=== mem_bubble_sorter ===
### Cells coloured by class, mem_bubble_sorter

Scale: 3 px per um. Fill, decap, tap and diode cells in grey.
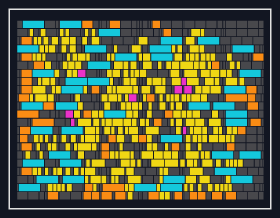

<file path="src/rtl/sorter_pkg.sv">
// Shared types and default sizing for the in-place memory bubble sorter.
package sorter_pkg;

    localparam int SORT_DEPTH  = 32;
    localparam int SORT_ADDR_W = 5;
    localparam int SORT_DATA_W = 8;

    typedef enum logic [2:0] {
        S_IDLE,
        S_RD_A,
        S_RD_B,
        S_CMP,
        S_WR_A,
        S_WR_B,
        S_PASS,
        S_DONE
    } sorter_state_t;

endpackage

</file>
<file path="src/rtl/mem_bubble_sorter.sv">
// In-place ascending bubble sort of an external asynchronous-read memory.
// Optional SORTER_EARLY_EXIT_EN: stop after the first pass with no swaps.
module mem_bubble_sorter
    import sorter_pkg::*;
#(
    parameter int DEPTH  = SORT_DEPTH,
    parameter int ADDR_W = SORT_ADDR_W,
    parameter int DATA_W = SORT_DATA_W
) (
    input  logic                clk,
    input  logic                rst_n,
    input  logic                start,
    output logic                busy,
    output logic                done,
    output logic                mem_rd,
    output logic                mem_wr,
    output logic [ADDR_W-1:0]   mem_adr,
    output logic [DATA_W-1:0]   mem_wdata,
    input  logic [DATA_W-1:0]   mem_rdata,
    output logic [2*ADDR_W-1:0] swap_cnt
);

    localparam logic [ADDR_W-1:0]   LAST_P  = ADDR_W'(DEPTH - 2);
    localparam logic [ADDR_W-1:0]   ONE_A   = ADDR_W'(1);
    localparam logic [2*ADDR_W-1:0] ONE_CNT = (2*ADDR_W)'(1);

    sorter_state_t     state, stateNxt;
    logic [ADDR_W-1:0] p, i;
    logic [DATA_W-1:0] a, b;
    logic              lastI;
    logic              passFinal;

`ifdef SORTER_EARLY_EXIT_EN
    logic swapped;
    assign passFinal = (p == LAST_P) || !swapped;
`else
    assign passFinal = (p == LAST_P);
`endif

    // Each pass shrinks by one: the largest remaining word is already in place.
    assign lastI = (i == (LAST_P - p));

    always_comb begin
        stateNxt  = state;
        mem_rd    = 1'b0;
        mem_wr    = 1'b0;
        mem_adr   = '0;
        mem_wdata = '0;
        case (state)
            S_IDLE: begin
                if (start) stateNxt = S_RD_A;
            end
            S_RD_A: begin
                mem_rd   = 1'b1;
                mem_adr  = i;
                stateNxt = S_RD_B;
            end
            S_RD_B: begin
                mem_rd   = 1'b1;
                mem_adr  = i + ONE_A;
                stateNxt = S_CMP;
            end
            S_CMP: begin
                if (a > b)      stateNxt = S_WR_A;
                else if (lastI) stateNxt = S_PASS;
                else            stateNxt = S_RD_A;
            end
            S_WR_A: begin
                mem_wr    = 1'b1;
                mem_adr   = i;
                mem_wdata = b;
                stateNxt  = S_WR_B;
            end
            S_WR_B: begin
                mem_wr    = 1'b1;
                mem_adr   = i + ONE_A;
                mem_wdata = a;
                stateNxt  = lastI ? S_PASS : S_RD_A;
            end
            S_PASS: begin
                stateNxt = passFinal ? S_DONE : S_RD_A;
            end
            S_DONE: begin
                stateNxt = S_IDLE;
            end
            default: stateNxt = S_IDLE;
        endcase
    end

    always_ff @(posedge clk) begin
        if (!rst_n) begin
            state    <= S_IDLE;
            busy     <= 1'b0;
            done     <= 1'b0;
            p        <= '0;
            i        <= '0;
            a        <= '0;
            b        <= '0;
            swap_cnt <= '0;
`ifdef SORTER_EARLY_EXIT_EN
            swapped  <= 1'b0;
`endif
        end else begin
            state <= stateNxt;
            // Flags track the next state so they line up with it cycle for cycle.
            busy  <= (stateNxt != S_IDLE) && (stateNxt != S_DONE);
            done  <= (stateNxt == S_DONE);
            case (state)
                S_IDLE: begin
                    if (start) begin
                        p        <= '0;
                        i        <= '0;
                        swap_cnt <= '0;
`ifdef SORTER_EARLY_EXIT_EN
                        swapped  <= 1'b0;
`endif
                    end
                end
                S_RD_A: a <= mem_rdata;
                S_RD_B: b <= mem_rdata;
                S_CMP: begin
                    if (!(a > b) && !lastI) i <= i + ONE_A;
                end
                S_WR_B: begin
                    swap_cnt <= swap_cnt + ONE_CNT;
`ifdef SORTER_EARLY_EXIT_EN
                    swapped  <= 1'b1;
`endif
                    if (!lastI) i <= i + ONE_A;
                end
                S_PASS: begin
                    if (!passFinal) begin
                        p       <= p + ONE_A;
                        i       <= '0;
`ifdef SORTER_EARLY_EXIT_EN
                        swapped <= 1'b0;
`endif
                    end
                end
                default: ;
            endcase
        end
    end

endmodule

</file>
<file path="config.mk">
export PLATFORM = sky130hd
export DESIGN_NAME = mem_bubble_sorter
export DESIGN_NICKNAME = d
export VERILOG_FILES = /design/src/rtl/sorter_pkg.sv /design/src/rtl/mem_bubble_sorter.sv
export SDC_FILE = /design/constraint.sdc
export NUM_CORES = 1
export LEC_CHECK = 0
export CORE_ASPECT_RATIO = 0.75
export CORE_MARGIN = 2
export CORE_UTILIZATION = 50
export CTS_BUF_LIST = sky130_fd_sc_hd__clkbuf_4
export CTS_CLUSTER_SIZE = 14
export DETAILED_ROUTE_END_ITERATION = 7
export PLACE_DENSITY_LB_ADDON = 0.15
export SYNTH_ARGS = -nofsm -noshare
export SYNTH_HDL_FRONTEND = slang
export SYNTH_SLANG_ARGS = --single-unit
export TNS_END_PERCENT = 30
</file>
<file path="constraint.sdc">
create_clock -name clk -period 3 [get_ports clk]
set_clock_uncertainty 0.1 [all_clocks]
set_input_delay 0.6 -clock clk [delete_from_list [all_inputs] [get_ports clk]]
set_output_delay 0.6 -clock clk [all_outputs]
set_load 0.05 [all_outputs]
</file>
=== mem_sequencer_flat ===
[src/rtl/mem_sequencer_if.sv]
// mem_sequencer_if: bundles the CPU-side request/response and RAM-side signals
// of the memory sequencer.
//   CPU side : cpu_req, cpu_write, cpu_dw, cpu_address, cpu_wdata (to sequencer)
//              cpu_ack, cpu_rdata, busy                           (from sequencer)
//   RAM side : mem_address, mem_write_en, mem_data_out            (from sequencer)
//              mem_data_in                                        (to sequencer)
// Bit numbering: the big-endian fields [15:31] / [0:63] / [0:31] map to the
// descending vectors below, so address bit 31 is bit 0 here and data bits
// [0:31] of a doubleword are the upper half [63:32].
// Modports: master = CPU/RAM environment, slave = the sequencer.
interface mem_sequencer_if;
  logic        cpu_req;
  logic        cpu_write;
  logic        cpu_dw;
  logic [16:0] cpu_address;
  logic [63:0] cpu_wdata;
  logic        cpu_ack;
  logic [63:0] cpu_rdata;
  logic        busy;
  logic [16:0] mem_address;
  logic        mem_write_en;
  logic [31:0] mem_data_out;
  logic [31:0] mem_data_in;

  modport master (
    output cpu_req, cpu_write, cpu_dw, cpu_address, cpu_wdata, mem_data_in,
    input  cpu_ack, cpu_rdata, busy, mem_address, mem_write_en, mem_data_out
  );

  modport slave (
    input  cpu_req, cpu_write, cpu_dw, cpu_address, cpu_wdata, mem_data_in,
    output cpu_ack, cpu_rdata, busy, mem_address, mem_write_en, mem_data_out
  );
endinterface

[src/rtl/mem_sequencer.sv]
// mem_sequencer: turns a single CPU word/doubleword request into one or two
// 32-bit RAM word accesses, each held for WAIT_STATES+1 cycles.
// Ports:
//   clock - rising-edge clock
//   reset - synchronous, active-high
//   bus   - mem_sequencer_if.slave (CPU request/response + RAM port)
// Parameter WAIT_STATES: extra cycles per RAM word access, 0..15.
module mem_sequencer #(
  parameter int unsigned WAIT_STATES = 0
) (
  input  logic clock,
  input  logic reset,
  mem_sequencer_if.slave bus
);

  typedef enum logic [1:0] {IDLE, ACC0, ACC1, DONE} state_t;

  localparam logic [3:0] WAIT_LD = 4'(WAIT_STATES);

  state_t      state_q,  state_d;
  logic [3:0]  cnt_q,    cnt_d;
  logic        write_q,  write_d;
  logic        dw_q,     dw_d;
  logic [16:0] addr_q,   addr_d;
  logic [63:0] wdata_q,  wdata_d;
  logic [63:0] rdata_q,  rdata_d;

  logic        ack_c;
  logic        we_c;
  logic [16:0] maddr_c;
  logic [31:0] mdout_c;
  logic        last_c;

  // Last cycle of an access state is the one where the wait counter hits 0.
  assign last_c = (cnt_q == 4'd0);

  always_ff @(posedge clock) begin
    if (reset) begin
      state_q <= IDLE;
      cnt_q   <= 4'd0;
      write_q <= 1'b0;
      dw_q    <= 1'b0;
      addr_q  <= '0;
      wdata_q <= '0;
      rdata_q <= '0;
    end else begin
      state_q <= state_d;
      cnt_q   <= cnt_d;
      write_q <= write_d;
      dw_q    <= dw_d;
      addr_q  <= addr_d;
      wdata_q <= wdata_d;
      rdata_q <= rdata_d;
    end
  end

  always_comb begin
    state_d = state_q;
    cnt_d   = cnt_q;
    write_d = write_q;
    dw_d    = dw_q;
    addr_d  = addr_q;
    wdata_d = wdata_q;
    rdata_d = rdata_q;
    ack_c   = 1'b0;
    we_c    = 1'b0;
    maddr_c = addr_q;
    mdout_c = 32'd0;

    unique case (state_q)
      IDLE: begin
        // RAM address follows the CPU so a read can start without a bubble.
        maddr_c = bus.cpu_address;
        if (bus.cpu_req) begin
          write_d = bus.cpu_write;
          dw_d    = bus.cpu_dw;
          addr_d  = bus.cpu_address;
          wdata_d = bus.cpu_wdata;
          cnt_d   = WAIT_LD;
          state_d = ACC0;
        end
      end

      ACC0: begin
        // Doubleword always starts at the even word of the pair.
        maddr_c = dw_q ? {addr_q[16:1], 1'b0} : addr_q;
        mdout_c = dw_q ? wdata_q[63:32] : wdata_q[31:0];
        we_c    = write_q && last_c;
        if (!last_c) begin
          cnt_d = cnt_q - 4'd1;
        end else begin
          if (!write_q) begin
            if (dw_q) rdata_d[63:32] = bus.mem_data_in;
            else      rdata_d        = {32'd0, bus.mem_data_in};
          end
          if (dw_q) begin
            cnt_d   = WAIT_LD;
            state_d = ACC1;
          end else begin
            state_d = DONE;
          end
        end
      end

      ACC1: begin
        maddr_c = {addr_q[16:1], 1'b1};
        mdout_c = wdata_q[31:0];
        we_c    = write_q && last_c;
        if (!last_c) begin
          cnt_d = cnt_q - 4'd1;
        end else begin
          if (!write_q) rdata_d[31:0] = bus.mem_data_in;
          state_d = DONE;
        end
      end

      DONE: begin
        ack_c   = 1'b1;
        state_d = IDLE;
      end

      default: state_d = IDLE;
    endcase
  end

  assign bus.cpu_ack      = ack_c;
  assign bus.cpu_rdata    = rdata_q;
  assign bus.busy         = (state_q != IDLE);
  assign bus.mem_address  = maddr_c;
  assign bus.mem_write_en = we_c;
  assign bus.mem_data_out = mdout_c;

endmodule
[src/flat_wrapper.sv]
// flat-port wrapper written by rule: the top's interface ports become plain ports
module mem_sequencer_flat 
#(
  parameter int unsigned WAIT_STATES = 0
)
  (clock, reset, bus_cpu_req, bus_cpu_write, bus_cpu_dw, bus_cpu_address, bus_cpu_wdata, bus_mem_data_in, bus_cpu_ack, bus_cpu_rdata, bus_busy, bus_mem_address, bus_mem_write_en, bus_mem_data_out);
  mem_sequencer_if bus_i ();
  input  logic clock;
  input  logic reset;
  input wire logic [$bits(bus_i.cpu_req)-1:0] bus_cpu_req;
  input wire logic [$bits(bus_i.cpu_write)-1:0] bus_cpu_write;
  input wire logic [$bits(bus_i.cpu_dw)-1:0] bus_cpu_dw;
  input wire logic [$bits(bus_i.cpu_address)-1:0] bus_cpu_address;
  input wire logic [$bits(bus_i.cpu_wdata)-1:0] bus_cpu_wdata;
  input wire logic [$bits(bus_i.mem_data_in)-1:0] bus_mem_data_in;
  output wire logic [$bits(bus_i.cpu_ack)-1:0] bus_cpu_ack;
  output wire logic [$bits(bus_i.cpu_rdata)-1:0] bus_cpu_rdata;
  output wire logic [$bits(bus_i.busy)-1:0] bus_busy;
  output wire logic [$bits(bus_i.mem_address)-1:0] bus_mem_address;
  output wire logic [$bits(bus_i.mem_write_en)-1:0] bus_mem_write_en;
  output wire logic [$bits(bus_i.mem_data_out)-1:0] bus_mem_data_out;
  assign bus_i.cpu_req = bus_cpu_req;
  assign bus_i.cpu_write = bus_cpu_write;
  assign bus_i.cpu_dw = bus_cpu_dw;
  assign bus_i.cpu_address = bus_cpu_address;
  assign bus_i.cpu_wdata = bus_cpu_wdata;
  assign bus_i.mem_data_in = bus_mem_data_in;
  assign bus_cpu_ack = bus_i.cpu_ack;
  assign bus_cpu_rdata = bus_i.cpu_rdata;
  assign bus_busy = bus_i.busy;
  assign bus_mem_address = bus_i.mem_address;
  assign bus_mem_write_en = bus_i.mem_write_en;
  assign bus_mem_data_out = bus_i.mem_data_out;
  mem_sequencer #(.WAIT_STATES(WAIT_STATES)) u_core (.clock(clock), .reset(reset), .bus(bus_i));
endmodule
[config.mk]
export PLATFORM = sky130hd
export DESIGN_NAME = mem_sequencer_flat
export DESIGN_NICKNAME = d
export VERILOG_FILES = /design/src/rtl/mem_sequencer_if.sv /design/src/rtl/mem_sequencer.sv /design/src/flat_wrapper.sv
export SDC_FILE = /design/constraint.sdc
export NUM_CORES = 1
export LEC_CHECK = 0
export CORE_UTILIZATION = 44
export DETAILED_ROUTE_END_ITERATION = 8
export PLACE_DENSITY = 0.9
export SLEW_MARGIN = 20
export SYNTH_ARGS = -nofsm -noshare
export SYNTH_HDL_FRONTEND = slang
export SYNTH_SLANG_ARGS = --single-unit
[constraint.sdc]
create_clock -name clock -period 2.22 [get_ports clock]
set_input_delay 0.444 -clock clock [delete_from_list [all_inputs] [get_ports clock]]
set_output_delay 0.444 -clock clock [all_outputs]
set_load 0.05 [all_outputs]
=== seq_divider16by8 ===
## src/rtl/seq_divider16by8.sv

```systemverilog
// seq_divider16by8: iterative radix-2 restoring divider.
// Divides a 2N-bit dividend by an N-bit divisor and resolves one quotient bit
// per clock. The start/busy/valid handshake frames each division. A divisor
// of zero and a quotient too wide for N bits are both flagged, and each
// produces a saturated quotient.
module seq_divider16by8 #(
    parameter int N = 8
) (
    input  logic             clk,
    input  logic             rst_n,
    input  logic             start,
    input  logic [2*N-1:0]   dividend,
    input  logic [N-1:0]     divisor,
    output logic             busy,
    output logic             valid,
    output logic [N-1:0]     quotient,
    output logic [N-1:0]     remainder,
    output logic             div_zero,
    output logic             overflow
);

    localparam int CW = $clog2(N) + 1;

    typedef enum logic [1:0] {
        IDLE,
        RUN,
        DONE
    } state_t;

    state_t        state;
    logic [N:0]    r;
    logic [N-1:0]  q;
    logic [N-1:0]  d;
    logic [CW-1:0] cnt;
    logic          pend_dz;
    logic          pend_ov;

    logic [N:0]    t;
    logic [N:0]    r_next;
    logic [N-1:0]  q_next;

    // One restoring step: shift in the next dividend bit, then subtract if it fits.
    always_comb begin
        t      = {r[N-1:0], q[N-1]};
        r_next = t;
        q_next = {q[N-2:0], 1'b0};
        if (t >= {1'b0, d}) begin
            r_next = t - {1'b0, d};
            q_next = {q[N-2:0], 1'b1};
        end
    end

    // Control FSM, iteration datapath and registered result outputs.
    always_ff @(posedge clk or negedge rst_n) begin
        if (!rst_n) begin
            state     <= IDLE;
            busy      <= 1'b0;
            valid     <= 1'b0;
            quotient  <= '0;
            remainder <= '0;
            div_zero  <= 1'b0;
            overflow  <= 1'b0;
            r         <= '0;
            q         <= '0;
            d         <= '0;
            cnt       <= '0;
            pend_dz   <= 1'b0;
            pend_ov   <= 1'b0;
        end else begin
            case (state)
                IDLE: begin
                    valid <= 1'b0;
                    busy  <= 1'b0;
                    if (start) begin
                        d     <= divisor;
                        busy  <= 1'b1;
                        state <= RUN;
                        if (divisor == '0) begin
                            pend_dz <= 1'b1;
                            pend_ov <= 1'b0;
                            r       <= '0;
                            q       <= '0;
                            cnt     <= '0;
                        end else if (dividend[2*N-1:N] >= divisor) begin
                            pend_dz <= 1'b0;
                            pend_ov <= 1'b1;
                            r       <= '0;
                            q       <= '0;
                            cnt     <= '0;
                        end else begin
                            pend_dz <= 1'b0;
                            pend_ov <= 1'b0;
                            r       <= {1'b0, dividend[2*N-1:N]};
                            q       <= dividend[N-1:0];
                            cnt     <= CW'(N);
                        end
                    end
                end

                RUN: begin
                    // Error results spend one cycle here so their valid pulse
                    // lands one edge after the accept edge, like a one-step run.
                    if (pend_dz || pend_ov) begin
                        state     <= DONE;
                        valid     <= 1'b1;
                        div_zero  <= pend_dz;
                        overflow  <= pend_ov;
                        quotient  <= '1;
                        remainder <= '0;
                        pend_dz   <= 1'b0;
                        pend_ov   <= 1'b0;
                    end else begin
                        r   <= r_next;
                        q   <= q_next;
                        cnt <= cnt - CW'(1);
                        if (cnt == CW'(1)) begin
                            state     <= DONE;
                            valid     <= 1'b1;
                            quotient  <= q_next;
                            remainder <= r_next[N-1:0];
                            div_zero  <= 1'b0;
                            overflow  <= 1'b0;
                        end
                    end
                end

                DONE: begin
                    valid <= 1'b0;
                    busy  <= 1'b0;
                    state <= IDLE;
                end

                default: begin
                    state <= IDLE;
                    valid <= 1'b0;
                    busy  <= 1'b0;
                end
            endcase
        end
    end

endmodule
```

## config.mk

```make
export PLATFORM = sky130hd
export DESIGN_NAME = seq_divider16by8
export DESIGN_NICKNAME = d
export VERILOG_FILES = /design/src/rtl/seq_divider16by8.sv
export SDC_FILE = /design/constraint.sdc
export NUM_CORES = 1
export LEC_CHECK = 0
export ABC_CLOCK_PERIOD_IN_PS = 4800
export CAP_MARGIN = 10
export CORE_AREA = 2 2 66 83
export CTS_CLUSTER_DIAMETER = 40
export DETAILED_ROUTE_END_ITERATION = 16
export DIE_AREA = 0 0 68 85
export PLACE_DENSITY = 0.85
export SLEW_MARGIN = 20
export SYNTH_ARGS = -nofsm -noshare
export SYNTH_HDL_FRONTEND = slang
export SYNTH_SLANG_ARGS = --single-unit
```

## constraint.sdc

```tcl
create_clock -name clk -period 4.8 [get_ports clk]
set_input_delay 0.96 -clock clk [delete_from_list [all_inputs] [get_ports clk]]
set_output_delay 0.96 -clock clk [all_outputs]
set_load 0.05 [all_outputs]
```

### Cell placement, seq_divider16by8

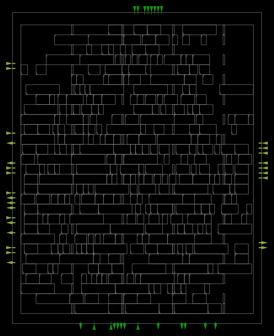
core footprint: 5010 um^2
flop share of the area: 38.9%
Finished Layout Cells: 401
# Taps: 62

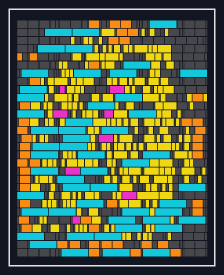
*Cells coloured by class, seq_divider16by8*
Scale: 3 px per um. Fill, decap, tap and diode cells in grey.
Key: registers = cyan [cells 52, share of their area 40%]; remaining buffers and delay cells = orange [cells 47, share of their area 14%]; remaining logic cells = yellow [cells 232, share of their area 43%]; clock drivers and dummy loads = magenta [cells 8, share of their area 2.8%]
fin util: 66.7%
post-route cell area: 3340 um^2
row cnt: 29

==> run notes, seq_divider16by8 <==
fresh numbers from the pnr run: status=finished, final reports clean, vias per inst=5.79, global placer's final weighted congestion=0.881, CP max FO=17, RSZ-0062 raised after global routing=no, final-report hold violation count=0, Commonest Layout Cell=dfrtp_1, Top cells excl fill/tap=52 x dfrtp_1, 45 x nand2_1, 45 x clkdlybuf4s50_1, 31 x o21ai_0, worst r2r dst=r[5], Clk network pwr share=9.7%, Post-Syn Instances=295, dominant class by area=combinational gates, Final non-clock buffer share=13.9%, CP max stage cell=clkdlybuf4s50_1, Synth area leader=dfrtp_1, mi-comb count=210, logic area=1330 um^2, met3 WL=305 um, Reg2Reg Launch Point=r[6], WHS=491 ps, cts-stage hold buffer count=0, Die Y=85 um, syn avg cell area=9.34 um^2, wire length on met1=2660 um, type of the most critical hold path=reg2reg, Top cells by area=dfrtp_1 47%, ha_1 8.2%, nand2_1 6.1%, o21ai_0 5.6%, a21oi_1 2.9%, Final WS setup=1760 ps
seq_divider16by8: cell families (layout without fill, tap and decap cells):
logic type | Yosys count | in the layout | synth area share, %
fa+ha+maj | 19 | 19 | 8.90
mux | 7 | 7 | 2.63
simple gates | 96 | 96 | 15.3
xor+xnor | 4 | 4 | 1.27
flops | 52 | 52 | 47.2
compound gates | 84 | 84 | 20.1
buf+inv | 33 | 77 | 4.63
seq_divider16by8: worst min path at each step:
stage                  to  slack [ps]
floorplan            d[0]         450
CTS                 valid         490
finish              valid         490
detailed placement  valid         470
global placement    valid         460
global route         busy         520
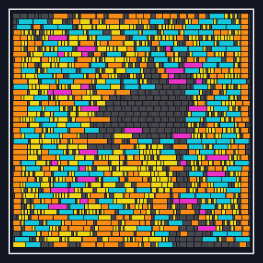
*Cells coloured by class, mem_sequencer_flat*
Scale: 2 px per um. Fill, decap, tap and diode cells in grey.
Key: remaining buffers and delay cells = orange [cells 265, share of their area 32%]; registers = cyan [cells 153, share of their area 29%]; remaining logic cells = yellow [cells 584, share of their area 33%]; clock drivers and dummy loads = magenta [cells 32, share of their area 5.5%]

==> run notes, mem_sequencer_flat <==
fresh numbers from the pnr run: Final WS setup=-267 ps, Switching Fraction=44.2%, P_leak=0.00388 uW, most common cell in the synthesized netlist=nand2_1, status=finished with violations, failing checks=setup timing, wire length on met1=8020 um, Seq pwr share=23.6%, type of the most critical hold path=in2reg, Final Setup Violations=48, Cell Area, Synth=6270 um^2, Area after DPL=9600 um^2, power per cell area=1510 nW/um^2, M2 GR Usage=50.0%, synth cell count leaders=266 x nand2_1, 153 x dfxtp_1, 152 x a21oi_1, 39 x clkbuf_1, 34 x nor2b_1, initial antenna violation count=0, Critical Path End Type=output port, cts-stage hold buffer count=0, minimum setup slack after placement=-206 ps, final net count=1146, root buffer cell=clkbuf_16, WL final=21200 um, vias per inst=5.50, net switching power=7150 uW, YS chip area=6270 um^2
==> mem_sequencer_flat: power groups by stage <==
| stage | clock network [uW] | registers, uW | logic [uW] |
|---|---|---|---|
| floorplan | 0 | 4870 | 4130 |
| global placement | 0 | 3770 | 8140 |
| detailed placement | 0 | 3810 | 8280 |
| CTS | 2870 | 3800 | 9010 |
| global route | 3010 | 3870 | 9990 |
| finish | 2820 | 3820 | 9530 |
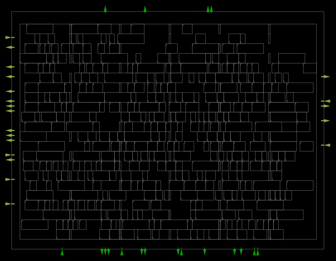
*Cell placement, mem_bubble_sorter*
sequential cell count: 41
# Taps: 60

About 'Cells coloured by class' of mem_bubble_sorter:
Key: remaining buffers and delay cells = orange [cells 50, share of their area 16%]; clock drivers and dummy loads = magenta [cells 8, share of their area 1.7%]; remaining logic cells = yellow [cells 283, share of their area 55%]; registers = cyan [cells 41, share of their area 27%]
core footprint: 4930 um^2
post-route cell area: 3090 um^2
flop share of the area: 26.6%

==> run notes, mem_bubble_sorter <==
fresh numbers from the pnr run: root buffer cell=clkbuf_4, Die ar.=5720 um^2, PortBufs=37, TritonCTS clock tree=built, Largest type area fraction=32.0%, status=finished, final reports clean, global placer's final weighted congestion=0.918, WP data required=2300 ps, Largest stage delay, worst path=490 ps, Final WS setup=87.0 ps, clock buf count=5, cells along the critical path=ha_2, and3_1, nand2_1, a21oi_1, o22ai_1, a22o_1, buf_4, Post-DP HPWL=4810 um, f_max=343 MHz, Critical Path End Type=output port, setup bufs post-CTS=0, Finished Layout Cells=442, initial antenna violation count=0, H-tree depth=2, die width=86.7 um
-- mem_bubble_sorter: cells by family (layout without fill, tap and decap cells) --
| kind of cell | count (synthesis) | after routing | share of synthesized area (%) |
|---|---|---|---|
| and+or+nand+nor | 133 | 133 | 25.0 |
| AOI/OAI and AO/OA | 107 | 107 | 25.5 |
| DFF | 41 | 41 | 32.0 |
| buffers and inverters | 35 | 73 | 5.61 |
| adders and majority gates | 12 | 12 | 5.86 |
| muxes | 10 | 10 | 3.95 |
| xor gates and xnor gates | 6 | 6 | 2.05 |

==> layout pictures side by side <==
Routed metal, one colour a layer.
panel A
Scale: 4 px per um. Two of the layers only.
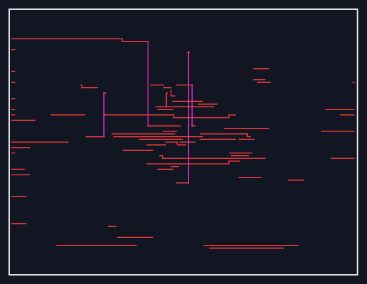
panel B
Scale: 4 px per um. Two of the layers only.
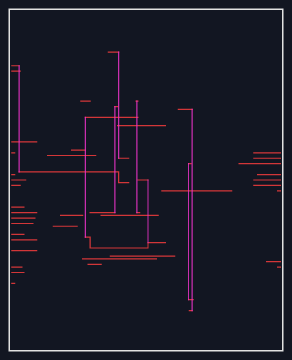
panel C
Scale: 3 px per um. Two of the layers only.
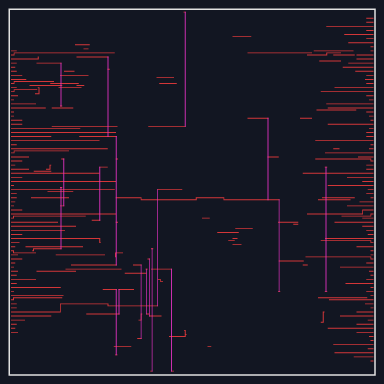
Panel A comes from mem_bubble_sorter.
Panel B comes from seq_divider16by8.
Panel C comes from mem_sequencer_flat.
Of these, largest die: panel C

Key to panel B:
Key: M4 = magenta [wire length 237 um]; M3 = red [wire length 306 um]



==> notes/layouts.md <==
Pictures saved along the way, in no particular order.

PDN straps and rails.
shot_01.png
Scale: 4 px per um. Pins as bars on the die edge.
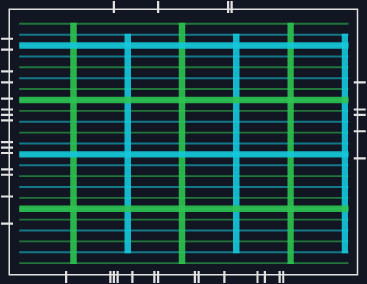
shot_02.png
Scale: 3 px per um. Pins as bars on the die edge.
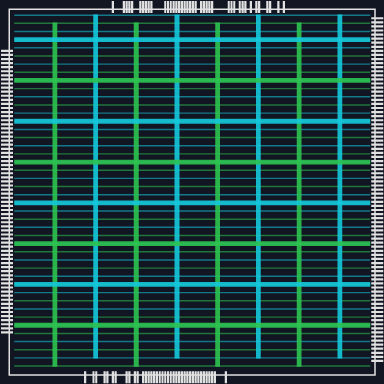
shot_03.png
Scale: 4 px per um. Pins as bars on the die edge.
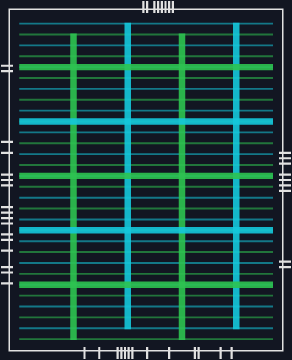
Of these, largest die: shot_02.png
Of these, fewest pins: shot_01.png
shot_03.png is seq_divider16by8.
shot_02.png is mem_sequencer_flat.
shot_01.png is mem_bubble_sorter.

No activity file was given, so power comes from the tool's default toggle rates.
